######## block 1 ########
$ cat config.mk
export PLATFORM = sky130hd
export DESIGN_NAME = instr_fetch
export DESIGN_NICKNAME = d
export VERILOG_FILES = /design/src/rtl/fetch_pkg.sv /design/src/rtl/jump_lut.sv /design/src/rtl/instr_fetch.sv
export SDC_FILE = /design/constraint.sdc
export NUM_CORES = 1
export LEC_CHECK = 0
export ABC_AREA = 1
export CAP_MARGIN = 20
export CORE_UTILIZATION = 45
export CTS_CLUSTER_DIAMETER = 120
export DETAILED_ROUTE_END_ITERATION = 10
export HOLD_SLACK_MARGIN = 0.05
export PLACE_DENSITY = 0.81
export SLEW_MARGIN = 20
export SYNTH_ARGS = -nofsm -noshare
export SYNTH_HDL_FRONTEND = slang
export SYNTH_SLANG_ARGS = --single-unit
$ cat constraint.sdc
create_clock -name Clk -period 3.8 [get_ports Clk]
set_input_delay 0.38 -clock Clk [delete_from_list [all_inputs] [get_ports Clk]]
set_output_delay 0.38 -clock Clk [all_outputs]
set_load 0.03 [all_outputs]
$ cat src/rtl/fetch_pkg.sv
// Shared types and constants for the instruction fetch sequencer.
// The FETCH_CNT_EN build option lives in instr_fetch.sv; this package is unaffected by it.
package fetch_pkg;

    // Default widths used by instr_fetch and jump_lut
    localparam int DEF_IW         = 10;
    localparam int DEF_BW         = 6;
    localparam int DEF_LW         = 4;
    localparam int DEF_START_ADDR = 0;
    localparam int CNT_W          = 16;

    // Fetch sequencer state
    typedef enum logic [1:0] {
        IDLE = 2'd0,
        RUN  = 2'd1,
        DONE = 2'd2
    } fetch_state_t;

    // Absolute jump targets; entry i is i*64, spreading the targets evenly over a 1K ROM
    localparam logic [9:0] JUMP_TARGETS [16] = '{
        10'd0,   10'd64,  10'd128, 10'd192,
        10'd256, 10'd320, 10'd384, 10'd448,
        10'd512, 10'd576, 10'd640, 10'd704,
        10'd768, 10'd832, 10'd896, 10'd960
    };

endpackage

$ cat src/rtl/jump_lut.sv
// Jump target lookup: maps a LUT index to an absolute PC value.
// Purely combinational so a jump lands in the same cycle the index is presented.
module jump_lut
    import fetch_pkg::*;
#(
    parameter int IW = DEF_IW,
    parameter int LW = DEF_LW
) (
    input  logic [LW-1:0] idx_i,
    output logic [IW-1:0] target_o
);

    // Table read, resized to the PC width
    always_comb begin
        target_o = IW'(JUMP_TARGETS[idx_i]);
    end

endmodule

$ cat src/rtl/instr_fetch.sv
// Program counter and fetch sequencer driving the instruction ROM address.
// Build option: define FETCH_CNT_EN to add the FetchCount port and its saturating counter.
module instr_fetch
    import fetch_pkg::*;
#(
    parameter int IW         = DEF_IW,
    parameter int BW         = DEF_BW,
    parameter int LW         = DEF_LW,
    parameter int START_ADDR = DEF_START_ADDR
) (
    input  logic              Clk,
    input  logic              Reset,
    input  logic              Start,
    input  logic              Halt,
    input  logic              Stall,
    input  logic              BranchEn,
    input  logic [BW-1:0]     BranchOff,
    input  logic              JumpEn,
    input  logic [LW-1:0]     JumpIdx,
    output logic [IW-1:0]     ProgCtr,
    output logic              Running,
`ifdef FETCH_CNT_EN
    output logic [CNT_W-1:0]  FetchCount,
`endif
    output logic              Done
);

    fetch_state_t  state_q, state_d;
    logic [IW-1:0] pc_q, pc_d;
    logic [IW-1:0] jumpTarget;
    logic [IW-1:0] branchTarget;

    jump_lut #(
        .IW (IW),
        .LW (LW)
    ) u_jump_lut (
        .idx_i    (JumpIdx),
        .target_o (jumpTarget)
    );

    // PC-relative target: sign-extend the offset, then wrap modulo 2**IW
    always_comb begin
        branchTarget = pc_q + {{(IW-BW){BranchOff[BW-1]}}, BranchOff};
    end

    // Next state and next PC; halt beats stall beats jump beats branch beats sequential
    always_comb begin
        state_d = state_q;
        pc_d    = pc_q;
        case (state_q)
            IDLE, DONE: begin
                if (Start) begin
                    state_d = RUN;
                    pc_d    = IW'(START_ADDR);
                end
            end
            RUN: begin
                if (Halt) begin
                    state_d = DONE;
                end else if (!Stall) begin
                    if (JumpEn) begin
                        pc_d = jumpTarget;
                    end else if (BranchEn) begin
                        pc_d = branchTarget;
                    end else begin
                        pc_d = pc_q + IW'(1);
                    end
                end
            end
            default: begin
                state_d = IDLE;
            end
        endcase
    end

    // State and PC registers, cleared immediately on reset
    always_ff @(posedge Clk or posedge Reset) begin
        if (Reset) begin
            state_q <= IDLE;
            pc_q    <= '0;
        end else begin
            state_q <= state_d;
            pc_q    <= pc_d;
        end
    end

    // Outputs come straight from registers
    always_comb begin
        ProgCtr = pc_q;
        Running = (state_q == RUN);
        Done    = (state_q == DONE);
    end

`ifdef FETCH_CNT_EN
    logic [CNT_W-1:0] cnt_q;

    // Counts PC advances in RUN, restarts on the Start that enters RUN, sticks at all-ones
    always_ff @(posedge Clk or posedge Reset) begin
        if (Reset) begin
            cnt_q <= '0;
        end else if (state_q != RUN && Start) begin
            cnt_q <= '0;
        end else if (state_q == RUN && !Halt && !Stall && cnt_q != {CNT_W{1'b1}}) begin
            cnt_q <= cnt_q + CNT_W'(1);
        end
    end

    // Expose the counter
    always_comb begin
        FetchCount = cnt_q;
    end
`endif

endmodule

######## block 2 ########
===== config.mk =====
export PLATFORM = sky130hd
export DESIGN_NAME = mem_port_arbiter
export DESIGN_NICKNAME = d
export VERILOG_FILES = /design/src/rtl/mem_port_arbiter.sv
export SDC_FILE = /design/constraint.sdc
export NUM_CORES = 1
export LEC_CHECK = 0
export CORE_ASPECT_RATIO = 1.1
export CORE_MARGIN = 5
export CORE_UTILIZATION = 45
export CTS_CLUSTER_SIZE = 24
export DETAILED_ROUTE_END_ITERATION = 16
export PLACE_DENSITY = 0.86
export RECOVER_POWER = 100
export SETUP_SLACK_MARGIN = 0.05
export SYNTH_ARGS = -nofsm -noshare
export SYNTH_HDL_FRONTEND = slang
export SYNTH_SLANG_ARGS = --single-unit
export TNS_END_PERCENT = 50

===== constraint.sdc =====
create_clock -name clk_i -period 4.3 [get_ports clk_i]
set_input_delay 0.645 -clock clk_i [delete_from_list [all_inputs] [get_ports clk_i]]
set_output_delay 0.645 -clock clk_i [all_outputs]
set_load 0.02 [all_outputs]

===== src/rtl/mem_port_arbiter.sv =====
// Arbitrates one single-ported, variable-latency memory between instruction fetch and data access.
// Define ARB_RR_EN for round-robin tie-breaking; otherwise data access always wins a tie.
module mem_port_arbiter #(
    parameter int ADDR_W  = 32,
    parameter int DATA_W  = 32,
    parameter int TMO_CYC = 64
) (
    input  logic              clk_i,
    input  logic              rst_i,
    input  logic              if_req_i,
    input  logic [ADDR_W-1:0] if_addr_i,
    output logic [DATA_W-1:0] if_rdata_o,
    output logic              if_ack_o,
    output logic              if_stall_o,
    input  logic              dm_req_i,
    input  logic              dm_we_i,
    input  logic [ADDR_W-1:0] dm_addr_i,
    input  logic [DATA_W-1:0] dm_wdata_i,
    output logic [DATA_W-1:0] dm_rdata_o,
    output logic              dm_ack_o,
    output logic              dm_stall_o,
    output logic              mem_req_o,
    output logic              mem_we_o,
    output logic [ADDR_W-1:0] mem_addr_o,
    output logic [DATA_W-1:0] mem_wdata_o,
    input  logic [DATA_W-1:0] mem_rdata_i,
    input  logic              mem_ack_i,
    output logic              tmo_err_o
);

    localparam int CNT_W = $clog2(TMO_CYC + 1);

    typedef enum logic [1:0] {
        IDLE   = 2'd0,
        GNT_IF = 2'd1,
        GNT_DM = 2'd2
    } state_e;

    state_e              state_q, state_d;
    logic                memReq_q, memReq_d;
    logic                memWe_q, memWe_d;
    logic [ADDR_W-1:0]   memAddr_q, memAddr_d;
    logic [DATA_W-1:0]   memWdata_q, memWdata_d;
    logic                ifAck_q, ifAck_d;
    logic                dmAck_q, dmAck_d;
    logic [DATA_W-1:0]   ifRdata_q, ifRdata_d;
    logic [DATA_W-1:0]   dmRdata_q, dmRdata_d;
    logic [CNT_W-1:0]    tmoCnt_q, tmoCnt_d;
    logic                tmoErr_q, tmoErr_d;
`ifdef ARB_RR_EN
    logic                lastDm_q, lastDm_d;
`endif

    logic ifElig;
    logic dmElig;
    logic grantDm;
    logic tmoHit;

    // A port whose ack is being pulsed this cycle still shows its old request, so mask it.
    assign ifElig = if_req_i & ~ifAck_q;
    assign dmElig = dm_req_i & ~dmAck_q;
`ifdef ARB_RR_EN
    assign grantDm = dmElig & (~ifElig | ~lastDm_q);
`else
    assign grantDm = dmElig;
`endif
    assign tmoHit = (tmoCnt_q == CNT_W'(TMO_CYC - 1));

    always_comb begin
        state_d    = state_q;
        memReq_d   = memReq_q;
        memWe_d    = memWe_q;
        memAddr_d  = memAddr_q;
        memWdata_d = memWdata_q;
        ifAck_d    = 1'b0;
        dmAck_d    = 1'b0;
        ifRdata_d  = ifRdata_q;
        dmRdata_d  = dmRdata_q;
        tmoCnt_d   = tmoCnt_q;
        tmoErr_d   = tmoErr_q;
`ifdef ARB_RR_EN
        lastDm_d   = lastDm_q;
`endif
        case (state_q)
            IDLE: begin
                if (grantDm) begin
                    state_d    = GNT_DM;
                    memReq_d   = 1'b1;
                    memWe_d    = dm_we_i;
                    memAddr_d  = dm_addr_i;
                    memWdata_d = dm_wdata_i;
                    tmoCnt_d   = '0;
`ifdef ARB_RR_EN
                    lastDm_d   = 1'b1;
`endif
                end else if (ifElig) begin
                    state_d    = GNT_IF;
                    memReq_d   = 1'b1;
                    memWe_d    = 1'b0;
                    memAddr_d  = if_addr_i;
                    memWdata_d = '0;
                    tmoCnt_d   = '0;
`ifdef ARB_RR_EN
                    lastDm_d   = 1'b0;
`endif
                end
            end
            GNT_IF, GNT_DM: begin
                // A real ack wins over a timeout landing in the same cycle.
                if (mem_ack_i || tmoHit) begin
                    state_d  = IDLE;
                    memReq_d = 1'b0;
                    if (!mem_ack_i) begin
                        tmoErr_d = 1'b1;
                    end
                    if (state_q == GNT_DM) begin
                        dmAck_d   = 1'b1;
                        dmRdata_d = mem_ack_i ? mem_rdata_i : '0;
                    end else begin
                        ifAck_d   = 1'b1;
                        ifRdata_d = mem_ack_i ? mem_rdata_i : '0;
                    end
                end else begin
                    tmoCnt_d = tmoCnt_q + 1'b1;
                end
            end
            default: begin
                state_d  = IDLE;
                memReq_d = 1'b0;
            end
        endcase
    end

    always_ff @(posedge clk_i) begin
        if (rst_i) begin
            state_q    <= IDLE;
            memReq_q   <= 1'b0;
            memWe_q    <= 1'b0;
            memAddr_q  <= '0;
            memWdata_q <= '0;
            ifAck_q    <= 1'b0;
            dmAck_q    <= 1'b0;
            ifRdata_q  <= '0;
            dmRdata_q  <= '0;
            tmoCnt_q   <= '0;
            tmoErr_q   <= 1'b0;
`ifdef ARB_RR_EN
            lastDm_q   <= 1'b0;
`endif
        end else begin
            state_q    <= state_d;
            memReq_q   <= memReq_d;
            memWe_q    <= memWe_d;
            memAddr_q  <= memAddr_d;
            memWdata_q <= memWdata_d;
            ifAck_q    <= ifAck_d;
            dmAck_q    <= dmAck_d;
            ifRdata_q  <= ifRdata_d;
            dmRdata_q  <= dmRdata_d;
            tmoCnt_q   <= tmoCnt_d;
            tmoErr_q   <= tmoErr_d;
`ifdef ARB_RR_EN
            lastDm_q   <= lastDm_d;
`endif
        end
    end

    assign if_rdata_o  = ifRdata_q;
    assign if_ack_o    = ifAck_q;
    assign if_stall_o  = if_req_i & ~ifAck_q;
    assign dm_rdata_o  = dmRdata_q;
    assign dm_ack_o    = dmAck_q;
    assign dm_stall_o  = dm_req_i & ~dmAck_q;
    assign mem_req_o   = memReq_q;
    assign mem_we_o    = memWe_q;
    assign mem_addr_o  = memAddr_q;
    assign mem_wdata_o = memWdata_q;
    assign tmo_err_o   = tmoErr_q;

endmodule


######## block 3 ########
--- src/rtl/ac97_frame_receiver.sv ---
// ---------------------------------------------------------------------------
// ac97_frame_receiver
//
// Codec-side AC97 frame receiver. Watches SYNC for a rising edge, then
// deserialises 256 bits of sdata_out (MSB first) into the slot 0 tag, the
// command/address (slot 1) and command data (slot 2) words, and NUM_CH PCM
// slots starting at slot 3. Register write/read requests and PCM samples are
// handed to downstream sinks as one-cycle pulses. SYNC width and frame length
// are checked, and violations raise sticky error flags.
//
// Parameters:
//   NUM_CH      PCM channels captured (1..10); channel i lives in slot 3+i and
//               is flagged valid by tag bit 12-i
//   PCM_WIDTH   bits kept per PCM slot (1..20), taken from the slot MSBs
//   CHECK_SYNC  nonzero enables the SYNC high-width check
//
// Ports:
//   bit_clk     AC97 bit clock, all logic on the rising edge
//   reset_b     asynchronous active-low reset
//   sync        AC97 SYNC
//   sdata_out   serial frame data, MSB first
//   err_clr     clears sync_err and frame_err
//   tag         slot 0 of the most recent frame
//   tag_strobe  one-cycle pulse when tag updates
//   reg_wr_en   one-cycle register write pulse
//   reg_rd_req  one-cycle register read-request pulse
//   reg_addr    slot1[18:12]
//   reg_wdata   slot2[19:4]
//   pcm_data    captured PCM fields, ch0 in the LSBs, held between strobes
//   pcm_valid   per-channel valid, qualified by pcm_strobe
//   pcm_strobe  one-cycle pulse after the last PCM slot
//   frame_cnt   completed frame count, wraps
//   sync_err    sticky, bad SYNC width
//   frame_err   sticky, frame length other than 256 bits
// ---------------------------------------------------------------------------
module ac97_frame_receiver #(
  parameter int NUM_CH     = 2,
  parameter int PCM_WIDTH  = 20,
  parameter int CHECK_SYNC = 1
) (
  input  logic                        bit_clk,
  input  logic                        reset_b,
  input  logic                        sync,
  input  logic                        sdata_out,
  input  logic                        err_clr,
  output logic [15:0]                 tag,
  output logic                        tag_strobe,
  output logic                        reg_wr_en,
  output logic                        reg_rd_req,
  output logic [6:0]                  reg_addr,
  output logic [15:0]                 reg_wdata,
  output logic [NUM_CH*PCM_WIDTH-1:0] pcm_data,
  output logic [NUM_CH-1:0]           pcm_valid,
  output logic                        pcm_strobe,
  output logic [15:0]                 frame_cnt,
  output logic                        sync_err,
  output logic                        frame_err
);

  localparam int  PcmBits     = NUM_CH * PCM_WIDTH;
  localparam bit  SyncCheckEn = (CHECK_SYNC != 0);
  localparam logic [8:0] FrameLen  = 9'd256;
  localparam logic [8:0] StrobeBit = 9'(55 + 20 * NUM_CH);

  typedef enum logic {
    IDLE,
    FRAME
  } state_e;

  state_e             state_q, state_d;
  logic [8:0]         cnt_q, cnt_d;
  logic               sync_q;
  logic               rise;
  logic               sampleEn;
  logic [8:0]         bitIdx;
  logic               frameDone;
  logic               lenErr;
  logic               syncBad;
  logic [19:0]        sr_q;
  logic [19:0]        srNext;
  logic [19:0]        slot1_q;
  logic [PcmBits-1:0] pcmStage_q, pcmStage_d;
  logic [NUM_CH-1:0]  validNext;
  logic               hitTag, hitSlot1, hitSlot2, hitStrobe;

  logic [15:0]        tag_q;
  logic               tagStrobe_q;
  logic               regWrEn_q;
  logic               regRdReq_q;
  logic [6:0]         regAddr_q;
  logic [15:0]        regWdata_q;
  logic [PcmBits-1:0] pcmData_q;
  logic [NUM_CH-1:0]  pcmValid_q;
  logic               pcmStrobe_q;
  logic [15:0]        frameCnt_q;
  logic               syncErr_q;
  logic               frameErr_q;

  assign rise = sync & ~sync_q;

  // Frame sequencing. A SYNC rise always samples frame bit 0 and restarts the
  // counter at 1; whether that rise also completes the previous frame or
  // truncates it depends on whether the counter had reached 256. A frame that
  // reaches 256 with no following rise is still counted but flagged.
  always_comb begin
    state_d   = state_q;
    cnt_d     = cnt_q;
    sampleEn  = 1'b0;
    bitIdx    = 9'd0;
    frameDone = 1'b0;
    lenErr    = 1'b0;
    unique case (state_q)
      IDLE: begin
        if (rise) begin
          state_d  = FRAME;
          cnt_d    = 9'd1;
          sampleEn = 1'b1;
        end
      end
      FRAME: begin
        if (rise) begin
          cnt_d    = 9'd1;
          sampleEn = 1'b1;
          if (cnt_q == FrameLen) begin
            frameDone = 1'b1;
          end else begin
            lenErr = 1'b1;
          end
        end else if (cnt_q == FrameLen) begin
          frameDone = 1'b1;
          lenErr    = 1'b1;
          state_d   = IDLE;
          cnt_d     = 9'd0;
        end else begin
          sampleEn = 1'b1;
          bitIdx   = cnt_q;
          cnt_d    = cnt_q + 9'd1;
        end
      end
      default: begin
        state_d = IDLE;
        cnt_d   = 9'd0;
      end
    endcase
  end

  always_ff @(posedge bit_clk or negedge reset_b) begin
    if (!reset_b) begin
      state_q <= IDLE;
      cnt_q   <= 9'd0;
    end else begin
      state_q <= state_d;
      cnt_q   <= cnt_d;
    end
  end

  // Slot boundaries are decoded from the bit index of the sample being taken
  // this cycle, and results are loaded from the shift register's next value so
  // that each slot becomes visible exactly one cycle after its last bit.
  always_comb begin
    srNext     = {sr_q[18:0], sdata_out};
    hitTag     = sampleEn && (bitIdx == 9'd15);
    hitSlot1   = sampleEn && (bitIdx == 9'd35);
    hitSlot2   = sampleEn && (bitIdx == 9'd55);
    hitStrobe  = sampleEn && (bitIdx == StrobeBit);
    syncBad    = SyncCheckEn && sampleEn &&
                 (((bitIdx >= 9'd1) && (bitIdx <= 9'd15) && !sync) ||
                  ((bitIdx == 9'd16) && sync));
    pcmStage_d = pcmStage_q;
    validNext  = '0;
    for (int i = 0; i < NUM_CH; i++) begin
      if (sampleEn && (bitIdx == 9'(75 + 20 * i))) begin
        pcmStage_d[i*PCM_WIDTH +: PCM_WIDTH] = srNext[19 -: PCM_WIDTH];
      end
      validNext[i] = tag_q[15] & tag_q[12-i];
    end
  end

  // Datapath and output registers. Pulses default low every cycle, so a frame
  // cut short by an early SYNC rise or reset never reaches the bit that would
  // raise its outstanding pulses. The error flags clear on err_clr but a new
  // error in the same cycle wins.
  always_ff @(posedge bit_clk or negedge reset_b) begin
    if (!reset_b) begin
      sync_q      <= 1'b0;
      sr_q        <= '0;
      slot1_q     <= '0;
      pcmStage_q  <= '0;
      tag_q       <= '0;
      tagStrobe_q <= 1'b0;
      regWrEn_q   <= 1'b0;
      regRdReq_q  <= 1'b0;
      regAddr_q   <= '0;
      regWdata_q  <= '0;
      pcmData_q   <= '0;
      pcmValid_q  <= '0;
      pcmStrobe_q <= 1'b0;
      frameCnt_q  <= '0;
      syncErr_q   <= 1'b0;
      frameErr_q  <= 1'b0;
    end else begin
      sync_q      <= sync;
      tagStrobe_q <= 1'b0;
      regWrEn_q   <= 1'b0;
      regRdReq_q  <= 1'b0;
      pcmStrobe_q <= 1'b0;
      pcmStage_q  <= pcmStage_d;
      if (sampleEn) begin
        sr_q <= srNext;
      end
      if (hitTag) begin
        tag_q       <= srNext[15:0];
        tagStrobe_q <= 1'b1;
      end
      if (hitSlot1) begin
        slot1_q <= srNext;
      end
      if (hitSlot2 && tag_q[15] && tag_q[14]) begin
        regAddr_q  <= slot1_q[18:12];
        regWdata_q <= srNext[19:4];
        if (slot1_q[19]) begin
          regRdReq_q <= 1'b1;
        end else if (tag_q[13]) begin
          regWrEn_q <= 1'b1;
        end
      end
      if (hitStrobe && tag_q[15]) begin
        pcmData_q   <= pcmStage_d;
        pcmValid_q  <= validNext;
        pcmStrobe_q <= 1'b1;
      end
      if (frameDone) begin
        frameCnt_q <= frameCnt_q + 16'd1;
      end
      syncErr_q  <= (syncErr_q & ~err_clr) | syncBad;
      frameErr_q <= (frameErr_q & ~err_clr) | lenErr;
    end
  end

  assign tag        = tag_q;
  assign tag_strobe = tagStrobe_q;
  assign reg_wr_en  = regWrEn_q;
  assign reg_rd_req = regRdReq_q;
  assign reg_addr   = regAddr_q;
  assign reg_wdata  = regWdata_q;
  assign pcm_data   = pcmData_q;
  assign pcm_valid  = pcmValid_q;
  assign pcm_strobe = pcmStrobe_q;
  assign frame_cnt  = frameCnt_q;
  assign sync_err   = syncErr_q;
  assign frame_err  = frameErr_q;

endmodule

--- config.mk ---
export PLATFORM = sky130hd
export DESIGN_NAME = ac97_frame_receiver
export DESIGN_NICKNAME = d
export VERILOG_FILES = /design/src/rtl/ac97_frame_receiver.sv
export SDC_FILE = /design/constraint.sdc
export NUM_CORES = 1
export LEC_CHECK = 0
export CORE_MARGIN = 4
export CORE_UTILIZATION = 50
export CTS_BUF_LIST = sky130_fd_sc_hd__clkbuf_4
export CTS_CLUSTER_DIAMETER = 60
export CTS_CLUSTER_SIZE = 16
export DETAILED_ROUTE_END_ITERATION = 6
export GPL_TIMING_DRIVEN = 0
export PLACE_DENSITY = 0.81
export SLEW_MARGIN = 20
export SYNTH_ARGS = -nofsm -noshare
export SYNTH_HDL_FRONTEND = slang
export SYNTH_SLANG_ARGS = --single-unit
--- constraint.sdc ---
create_clock -name bit_clk -period 2.8 [get_ports bit_clk]
set_input_delay 0.42 -clock bit_clk [delete_from_list [all_inputs] [get_ports bit_clk]]
set_output_delay 0.42 -clock bit_clk [all_outputs]
set_load 0.005 [all_outputs]
######## block 4 ########
[config.mk]
export PLATFORM = sky130hd
export DESIGN_NAME = pong_game_controller
export DESIGN_NICKNAME = d
export VERILOG_FILES = /design/src/rtl/pong_game_controller_pkg.sv /design/src/rtl/pong_game_controller_pad_mover.sv /design/src/rtl/pong_game_controller.sv
export SDC_FILE = /design/constraint.sdc
export NUM_CORES = 1
export LEC_CHECK = 0
export CAP_MARGIN = 20
export CELL_PAD_IN_SITES_DETAIL_PLACEMENT = 2
export CELL_PAD_IN_SITES_GLOBAL_PLACEMENT = 2
export CORE_UTILIZATION = 25
export CTS_CLUSTER_SIZE = 10
export DETAILED_ROUTE_END_ITERATION = 8
export GPL_TIMING_DRIVEN = 0
export PLACE_DENSITY = 0.6
export RECOVER_POWER = 100
export SLEW_MARGIN = 10
export SYNTH_ARGS = -nofsm -noshare
export SYNTH_HDL_FRONTEND = slang
export SYNTH_SLANG_ARGS = --single-unit
[constraint.sdc]
create_clock -name clk_vga -period 4.6 [get_ports clk_vga]
set_input_delay 0.69 -clock clk_vga [delete_from_list [all_inputs] [get_ports clk_vga]]
set_output_delay 0.69 -clock clk_vga [all_outputs]
set_load 0.05 [all_outputs]
[src/rtl/pong_game_controller_pkg.sv]
// Shared screen, pad and ball geometry for the pong game controller.
// Also holds the game-state and sequencer codes.
package pong_game_controller_pkg;

    localparam int SCREEN_W = 640;
    localparam int SCREEN_H = 480;
    localparam int PAD_DIST = 16;
    localparam int PAD_W    = 8;
    localparam int PAD_H    = 64;
    localparam int BALL_R   = 8;

    localparam int CENTRE_X = SCREEN_W / 2;
    localparam int CENTRE_Y = SCREEN_H / 2;

    localparam int PAD_MIN = PAD_H / 2;
    localparam int PAD_MAX = SCREEN_H - PAD_H / 2 - 1;

    // Ball centre x where it touches a pad face.
    localparam int HIT_LEFT  = PAD_DIST + PAD_W + BALL_R;
    localparam int HIT_RIGHT = SCREEN_W - HIT_LEFT;
    localparam int HIT_SPAN  = PAD_H / 2 + BALL_R;

    localparam int WALL_TOP   = BALL_R;
    localparam int WALL_BOT   = SCREEN_H - BALL_R - 1;
    localparam int MISS_LEFT  = BALL_R;
    localparam int MISS_RIGHT = SCREEN_W - BALL_R - 1;

    localparam logic [1:0] GS_SERVE = 2'd0;
    localparam logic [1:0] GS_PLAY  = 2'd1;
    localparam logic [1:0] GS_OVER  = 2'd2;

    localparam logic [2:0] SEQ_IDLE    = 3'd0;
    localparam logic [2:0] SEQ_PADS    = 3'd1;
    localparam logic [2:0] SEQ_BALL    = 3'd2;
    localparam logic [2:0] SEQ_COLLIDE = 3'd3;
    localparam logic [2:0] SEQ_COMMIT  = 3'd4;

    typedef logic signed [11:0] coord_t;

    function automatic coord_t abs12(input coord_t v);
        return v[11] ? -v : v;
    endfunction

endpackage

[src/rtl/pong_game_controller_pad_mover.sv]
// One pad's per-frame step: move by the button pair, then clamp
// the centre so the whole pad stays on screen.
module pad_mover
    import pong_game_controller_pkg::*;
#(
    parameter int PAD_SPEED = 4
) (
    input  logic [8:0] pad,
    input  logic [1:0] btn,
    output logic [8:0] pad_next
);

    coord_t y;

    always_comb begin
        y = coord_t'({3'b000, pad});
        unique case (btn)
            2'b10:   y = y - coord_t'(PAD_SPEED);
            2'b01:   y = y + coord_t'(PAD_SPEED);
            default: y = coord_t'({3'b000, pad});
        endcase
        if (y < coord_t'(PAD_MIN)) begin
            y = coord_t'(PAD_MIN);
        end else if (y > coord_t'(PAD_MAX)) begin
            y = coord_t'(PAD_MAX);
        end
        pad_next = y[8:0];
    end

endmodule

[src/rtl/pong_game_controller.sv]
// Per-frame pong state sequencer; results are committed only once per
// frame_start, inside vertical blank, so the picture never tears.
module pong_game_controller
    import pong_game_controller_pkg::*;
#(
    parameter int PAD_SPEED    = 4,
    parameter int BALL_SPEED_X = 3,
    parameter int BALL_SPEED_Y = 2,
    parameter int SERVE_FRAMES = 60,
    parameter int WIN_SCORE    = 9
) (
    input  logic       clk_vga,
    input  logic       rst,
    input  logic       frame_start,
    input  logic [1:0] btn_left,
    input  logic [1:0] btn_right,
    output logic [8:0] pad_left,
    output logic [8:0] pad_right,
    output logic [9:0] ball_x,
    output logic [8:0] ball_y,
    output logic [3:0] score_left,
    output logic [3:0] score_right,
    output logic [1:0] game_state,
    output logic       busy
);

    localparam coord_t VX = coord_t'(BALL_SPEED_X);
    localparam coord_t VY = coord_t'(BALL_SPEED_Y);

    logic [2:0]  seq;
    logic [15:0] serve_cnt;
    coord_t      vx, vy, nx, ny;
    logic [8:0]  pl_step, pr_step, pl_n, pr_n;
    logic [9:0]  col_x;
    logic [8:0]  col_y;
    coord_t      col_vx, col_vy;
    logic        pt_left, pt_right;

    coord_t      bx, by, cx, cy, cvx, cvy;
    logic        hit_l, hit_r, pt_left_c, pt_right_c;
    logic [3:0]  sl_inc, sr_inc;

    pad_mover #(.PAD_SPEED(PAD_SPEED)) u_pad_left (
        .pad      (pad_left),
        .btn      (btn_left),
        .pad_next (pl_step)
    );

    pad_mover #(.PAD_SPEED(PAD_SPEED)) u_pad_right (
        .pad      (pad_right),
        .btn      (btn_right),
        .pad_next (pr_step)
    );

    assign busy   = (seq != SEQ_IDLE);
    assign sl_inc = score_left + 4'd1;
    assign sr_inc = score_right + 4'd1;

    // Walls first, then pads against the clamped y, so corner hits
    // reflect on both axes in one frame.
    always_comb begin
        bx  = coord_t'({2'b00, ball_x});
        by  = coord_t'({3'b000, ball_y});
        cx  = nx;
        cy  = ny;
        cvx = vx;
        cvy = vy;
        if (ny < coord_t'(WALL_TOP)) begin
            cy  = coord_t'(WALL_TOP);
            cvy = VY;
        end else if (ny > coord_t'(WALL_BOT)) begin
            cy  = coord_t'(WALL_BOT);
            cvy = -VY;
        end
        hit_l = vx[11]
             && (bx >= coord_t'(HIT_LEFT))
             && (nx < coord_t'(HIT_LEFT))
             && (abs12(cy - coord_t'({3'b000, pl_n}))
                 < coord_t'(HIT_SPAN));
        hit_r = !vx[11] && (vx != '0)
             && (bx <= coord_t'(HIT_RIGHT))
             && (nx > coord_t'(HIT_RIGHT))
             && (abs12(cy - coord_t'({3'b000, pr_n}))
                 < coord_t'(HIT_SPAN));
        if (hit_l) begin
            cx  = coord_t'(HIT_LEFT);
            cvx = VX;
        end else if (hit_r) begin
            cx  = coord_t'(HIT_RIGHT);
            cvx = -VX;
        end
        pt_right_c = (game_state == GS_PLAY)
                  && (cx <= coord_t'(MISS_LEFT));
        pt_left_c  = (game_state == GS_PLAY)
                  && (cx >= coord_t'(MISS_RIGHT));
    end

    always_ff @(posedge clk_vga) begin
        if (rst) begin
            seq         <= SEQ_IDLE;
            pad_left    <= 9'(CENTRE_Y);
            pad_right   <= 9'(CENTRE_Y);
            ball_x      <= 10'(CENTRE_X);
            ball_y      <= 9'(CENTRE_Y);
            score_left  <= '0;
            score_right <= '0;
            game_state  <= GS_SERVE;
            serve_cnt   <= 16'(SERVE_FRAMES);
            vx          <= VX;
            vy          <= VY;
            nx          <= coord_t'(CENTRE_X);
            ny          <= coord_t'(CENTRE_Y);
            pl_n        <= 9'(CENTRE_Y);
            pr_n        <= 9'(CENTRE_Y);
            col_x       <= 10'(CENTRE_X);
            col_y       <= 9'(CENTRE_Y);
            col_vx      <= VX;
            col_vy      <= VY;
            pt_left     <= 1'b0;
            pt_right    <= 1'b0;
        end else begin
            unique case (seq)
                SEQ_IDLE: begin
                    if (frame_start) seq <= SEQ_PADS;
                end
                SEQ_PADS: begin
                    pl_n <= (game_state == GS_OVER) ? pad_left : pl_step;
                    pr_n <= (game_state == GS_OVER) ? pad_right : pr_step;
                    seq  <= SEQ_BALL;
                end
                SEQ_BALL: begin
                    if (game_state == GS_PLAY) begin
                        nx <= bx + vx;
                        ny <= by + vy;
                    end else begin
                        nx <= coord_t'(CENTRE_X);
                        ny <= coord_t'(CENTRE_Y);
                    end
                    seq <= SEQ_COLLIDE;
                end
                SEQ_COLLIDE: begin
                    col_x    <= cx[9:0];
                    col_y    <= cy[8:0];
                    col_vx   <= cvx;
                    col_vy   <= cvy;
                    pt_left  <= pt_left_c;
                    pt_right <= pt_right_c;
                    seq      <= SEQ_COMMIT;
                end
                SEQ_COMMIT: begin
                    pad_left  <= pl_n;
                    pad_right <= pr_n;
                    if (pt_right || pt_left) begin
                        ball_x <= 10'(CENTRE_X);
                        ball_y <= 9'(CENTRE_Y);
                        vy     <= VY;
                        serve_cnt <= 16'(SERVE_FRAMES);
                        game_state <= GS_SERVE;
                        // Relaunch toward whoever conceded.
                        if (pt_right) begin
                            score_right <= sr_inc;
                            vx <= -VX;
                            if (sr_inc == 4'(WIN_SCORE)) game_state <= GS_OVER;
                        end else begin
                            score_left <= sl_inc;
                            vx <= VX;
                            if (sl_inc == 4'(WIN_SCORE)) game_state <= GS_OVER;
                        end
                    end else begin
                        ball_x <= col_x;
                        ball_y <= col_y;
                        vx     <= col_vx;
                        vy     <= col_vy;
                        if (game_state == GS_SERVE) begin
                            if (serve_cnt != '0) serve_cnt <= serve_cnt - 16'd1;
                            if (serve_cnt <= 16'd1) game_state <= GS_PLAY;
                        end
                    end
                    seq <= SEQ_IDLE;
                end
                default: seq <= SEQ_IDLE;
            endcase
        end
    end

endmodule
Figure 1. Placement by cell class (block 2).
The bar under the picture is 20 um long.
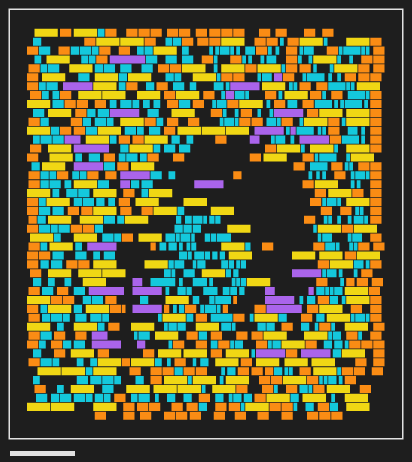
remaining buffers and delay cells: drawn in orange, cells 277, share of their area 30%. remaining logic cells: drawn in cyan, cells 426, share of their area 31%. sequential cells: drawn in yellow, cells 142, share of their area 31%. clock drivers and dummy loads: drawn in purple, cells 32, share of their area 7.1%.

Figure 2. Signal wires by layer (block 2).
The bar under the picture is 20 um long. Only two layers are drawn.
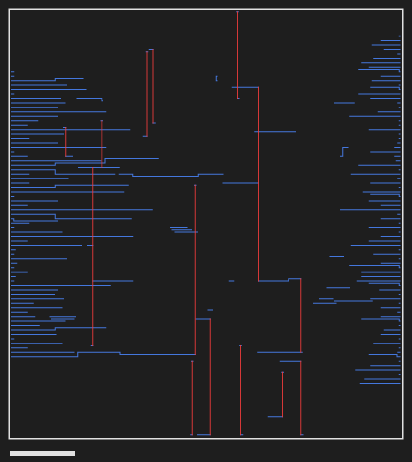
M3: drawn in blue, wire length 1,700 um. M4: drawn in red, wire length 407 um.

==> flow_summary_export.csv, block 2 <==
group,metric,value,unit
logic_synthesis,ys.warnings.count,0,
timing,maxSlewViolCount,50,
job,drv_cap,2,
worst_hold_path,hold_class,"reg -> reg",
power_and_ir_drop,p_switching,1.00,mW
finish,n_fill_cell,1011,
clock_tree,cts.path.max_buffers,2,
power_and_ir_drop,power.internal,2.77,mW
logic_synthesis,async_flop_share,0,%
logic_synthesis,synthAoiAreaFrac,13.6,%
routing,wl_met1,6960,um
routing,wirelength,17700,um
routing,routed-wl-met2,8650,um
run_status,violations,"capacitance limit, slew limit",
job,warnings,27,
routing,vias_per_cell,5.26,
worst_setup_path,path_buffers,3,
run_status,status,"finished with violations",
power_and_ir_drop,power_frac_comb,19.9,%
logic_synthesis,yosysCellCount,619,
finish,layout-drive-gt1-share,6.39,%
logic_synthesis,top_logic_kind,"simple AND/OR/NAND/NOR gates",
logic_synthesis,ys_chip_area,5960,um2
logic_synthesis,synthCells,619,
floorplan,nWellTaps,161,
routing,ant_nets,0,
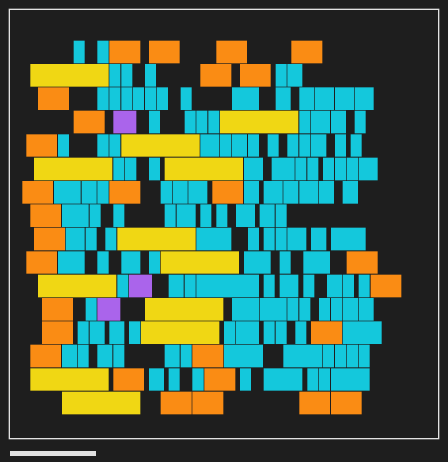
Figure 3: block 1, placement by cell class.
The bar under the picture is 10 um long.
remaining logic cells: drawn in cyan, cells 140, share of their area 54%. clock-net drivers: drawn in purple, cells 3, share of their area 1.7%. remaining buffers and delay cells: drawn in orange, cells 28, share of their area 21%. sequential cells: drawn in yellow, cells 12, share of their area 23%.

==> flow_summary_export.csv, block 1 <==
group,metric,value,unit
timing,rsz0062_at_grt,"false",
timing,worst_slack,1.44,ns
logic_synthesis,ys_sh_xor,4.27,%
routing,drc,0,
worst_setup_path,crit_family,"simple AND/OR/NAND/NOR gates",
timing,period_minus_slack,2.36,ns
logic_synthesis,fa_ha_area_share,8.05,%
worst_setup_path,crit_top_cell,"nand2_1",
clock_tree,clk_pin_slew_worst_paths,0.07,ns
floorplan,die_area,2480,um2
grt,grt_use_met1,30.8,%
logic_synthesis,top_logic_kind,"simple AND/OR/NAND/NOR gates",
power_and_ir_drop,power.internal,0.385,mW
logic_synthesis,top_area_cell,"dfrtp_1",
worst_setup_path,crit_cells,13,
routing,first_pass_iters,4,
finish,clkbuf_count,3,
grt,antenna_found_initial,0,
grt,met2_usage,38.5,%
routing,routed-wl-met2,1170,um
finish,clock_area_share,1.66,%
run_status,status,"completed",
clock_tree,cts.path.max_buffers,2,
clock_tree,cts-resized-gates,0,
placement,globalplace.congestion,0.877,
routing,vias_per_cell,5.26,
logic_synthesis,ys_chip_area,1030,um2
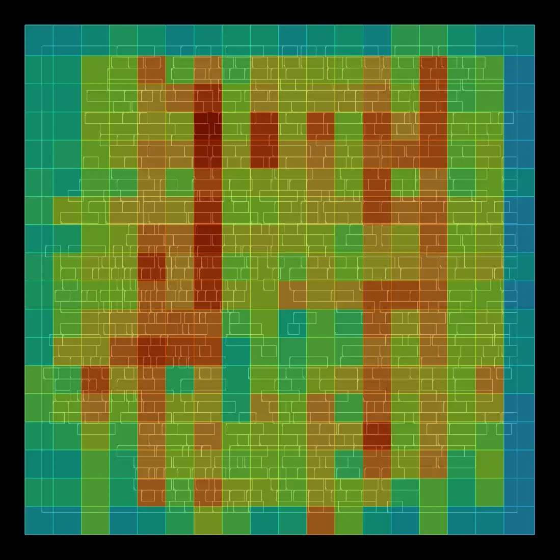
Figure 4: block 3, routing congestion map.
GRT met2 Usage: 30.8%
GR Layer Usage met3: 3.99%
Most Crowded Layer GR: met2

==> flow_summary_export.csv, block 3 <==
group,metric,value,unit
finish,bufAreaShareNonClock,17.0,%
worst_setup_path,path_buffers,5,
worst_hold_path,hold_class,"in -> reg",
worst_setup_path,arrival,3.14,ns
run_status,status,"completed",
logic_synthesis,floorplan.nets,439,
worst_setup_path,r2r_cells,13,
finish,most-common-layout-cells,"160 x dfrtp_1, 106 x clkdlybuf4s50_1, 70 x mux2_4",
floorplan,nWellTaps,176,
worst_setup_path,end_kind,"flip-flop",
grt,grtUsageTotal,18.4,%
timing,tns,0,ns
logic_synthesis,ys_types,52,
routing,vias_per_cell,5.35,
routing,drc,0,
floorplan,fp.dieH,125,um
routing,first_pass_iters,4,
worst_hold_path,min_from,"sync",
floorplan,rows,42,
Figure 5. Routing congestion map (block 4).
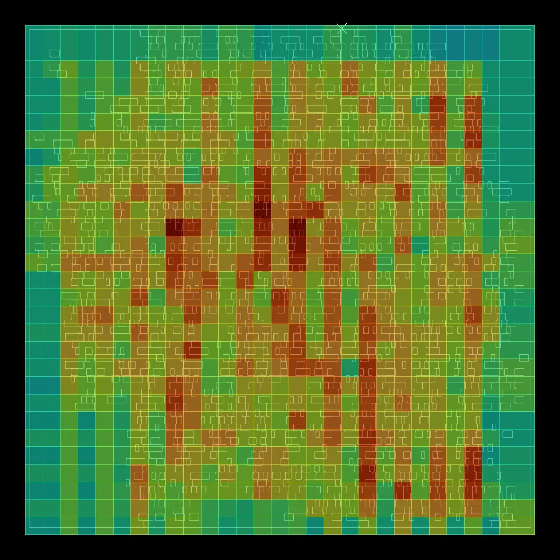
GR Layer Usage met3: 2.08%
wire per inst: 20.9 um
GRT Resource Usage Total: 20.0%
fin util: 30.3%

Figure 6. Wiring heat map (block 4).
The bar under the picture is 50 um long. 20 x 20 tiles, from black (low) to pale yellow (high), scaled to the fullest tile. Values are wire area over tile area, all layers added.
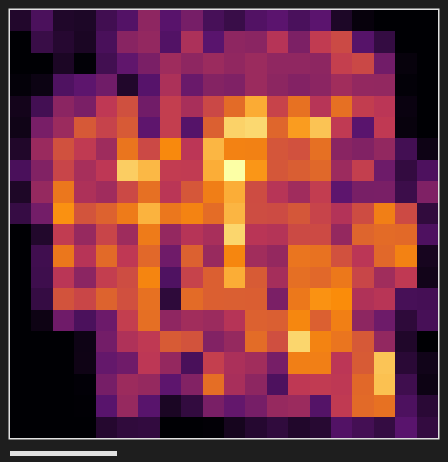
The fullest tile reaches 0.37. 37% of the tiles are over half the peak. The mean over all tiles is 0.14. 11% of the tiles are nearly empty. The emptiest ninth of the die: bottom left. The densest ninth of the die: middle.

==> flow_summary_export.csv, block 4 <==
group,metric,value,unit
run_status,status,"finished with violations",
run_status,violations,"DRC",
power_and_ir_drop,vdd_drop_max,262,uV
routing,drc,2,
floorplan,nWellTaps,518,
logic_synthesis,syn_area,9810,um2
timing,tightestPinTransition,0.896,ns
power_and_ir_drop,power-top-group,"clock",
routing,met3_length,619,um
power_and_ir_drop,p_leak,4.35,nW
worst_setup_path,path_buffers,1,
timing,tns,0,ns
finish,top_register,"serve_cnt",
worst_setup_path,crit_family,"AND-OR/OR-AND gates",
logic_synthesis,floorplan.nets,1291,
logic_synthesis,avgSynthCellArea,7.97,um2
worst_setup_path,critical_path.max_fanout,10,
grt,top_usage_layer,"met2",
clock_tree,cts.path.max_buffers,2,
logic_synthesis,synth-main-ff-cell,"dfxtp_1",
finish,register_area,3540,um2
grt,met2_usage,33.0,%
routing,wl_met1,18800,um
logic_synthesis,ys_seq_share,36.1,%
worst_setup_path,arrival,4.71,ns
timing,timing.final.crit_share,95.1,%


==> gallery <==
Selected gate families.
picture 1
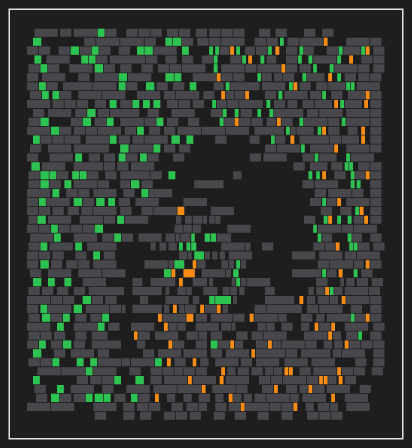
picture 2
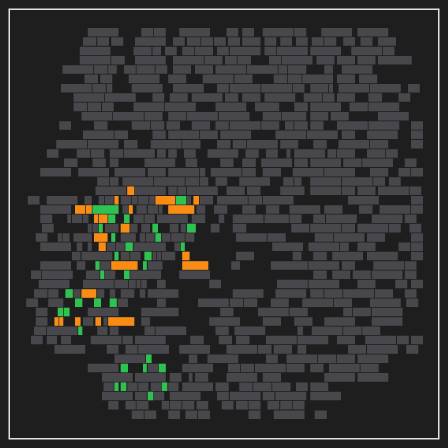
picture 3
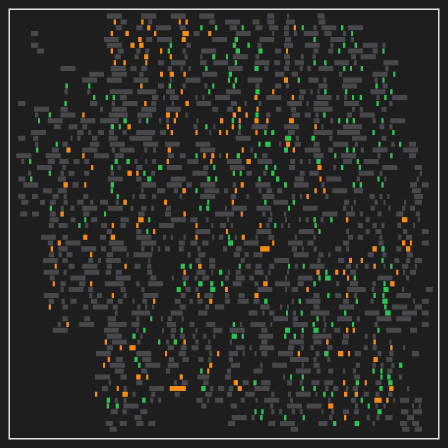
picture 4
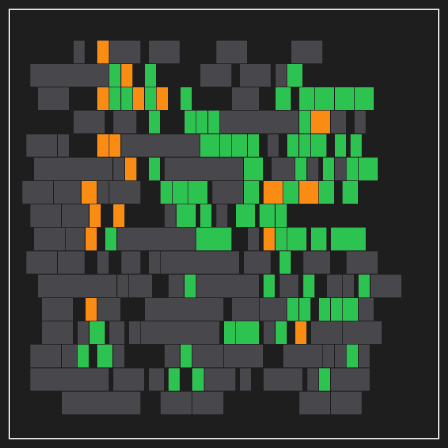
The one with the most cells is picture 3.
The one with the fewest cells is picture 4.
block 4: picture 3
block 2: picture 1
block 1: picture 4
block 3: picture 2

Key to picture 3:
nand cells: drawn in green, cells 226, most used nand2_1, where all over the die. nor cells: drawn in orange, cells 172, most used nor2_1.


## Gallery

Signal wires by layer.
(a)
The bar under the picture is 10 um long. Only two layers are drawn.
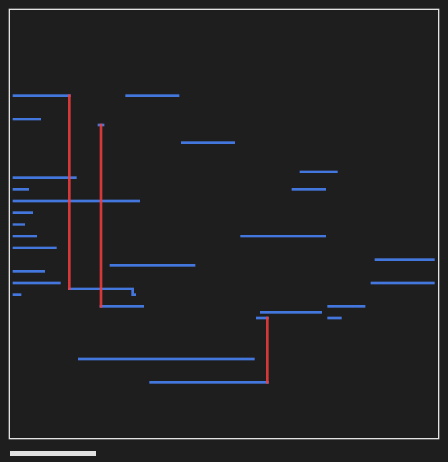
(b)
The bar under the picture is 20 um long. Only two layers are drawn.
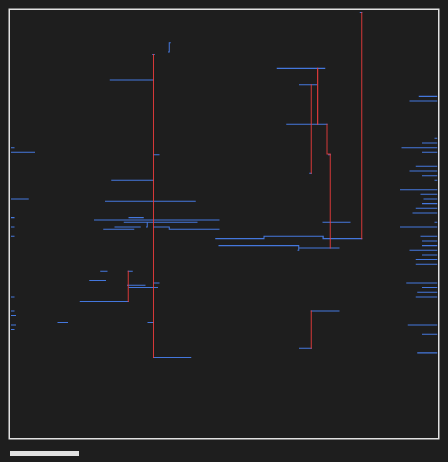
(c)
The bar under the picture is 50 um long. Only two layers are drawn.
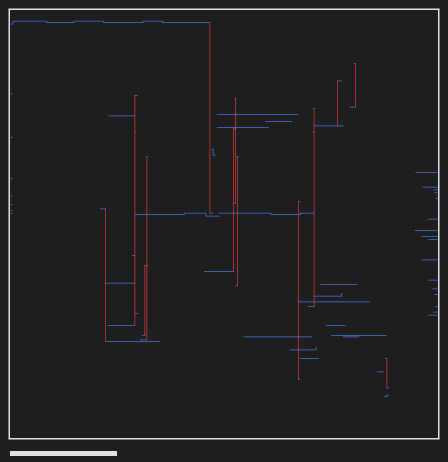
- (b) = block 3
- (a) = block 1
- (c) = block 4
The one with the largest die is (c).

Power and IR drop assume default switching activity.
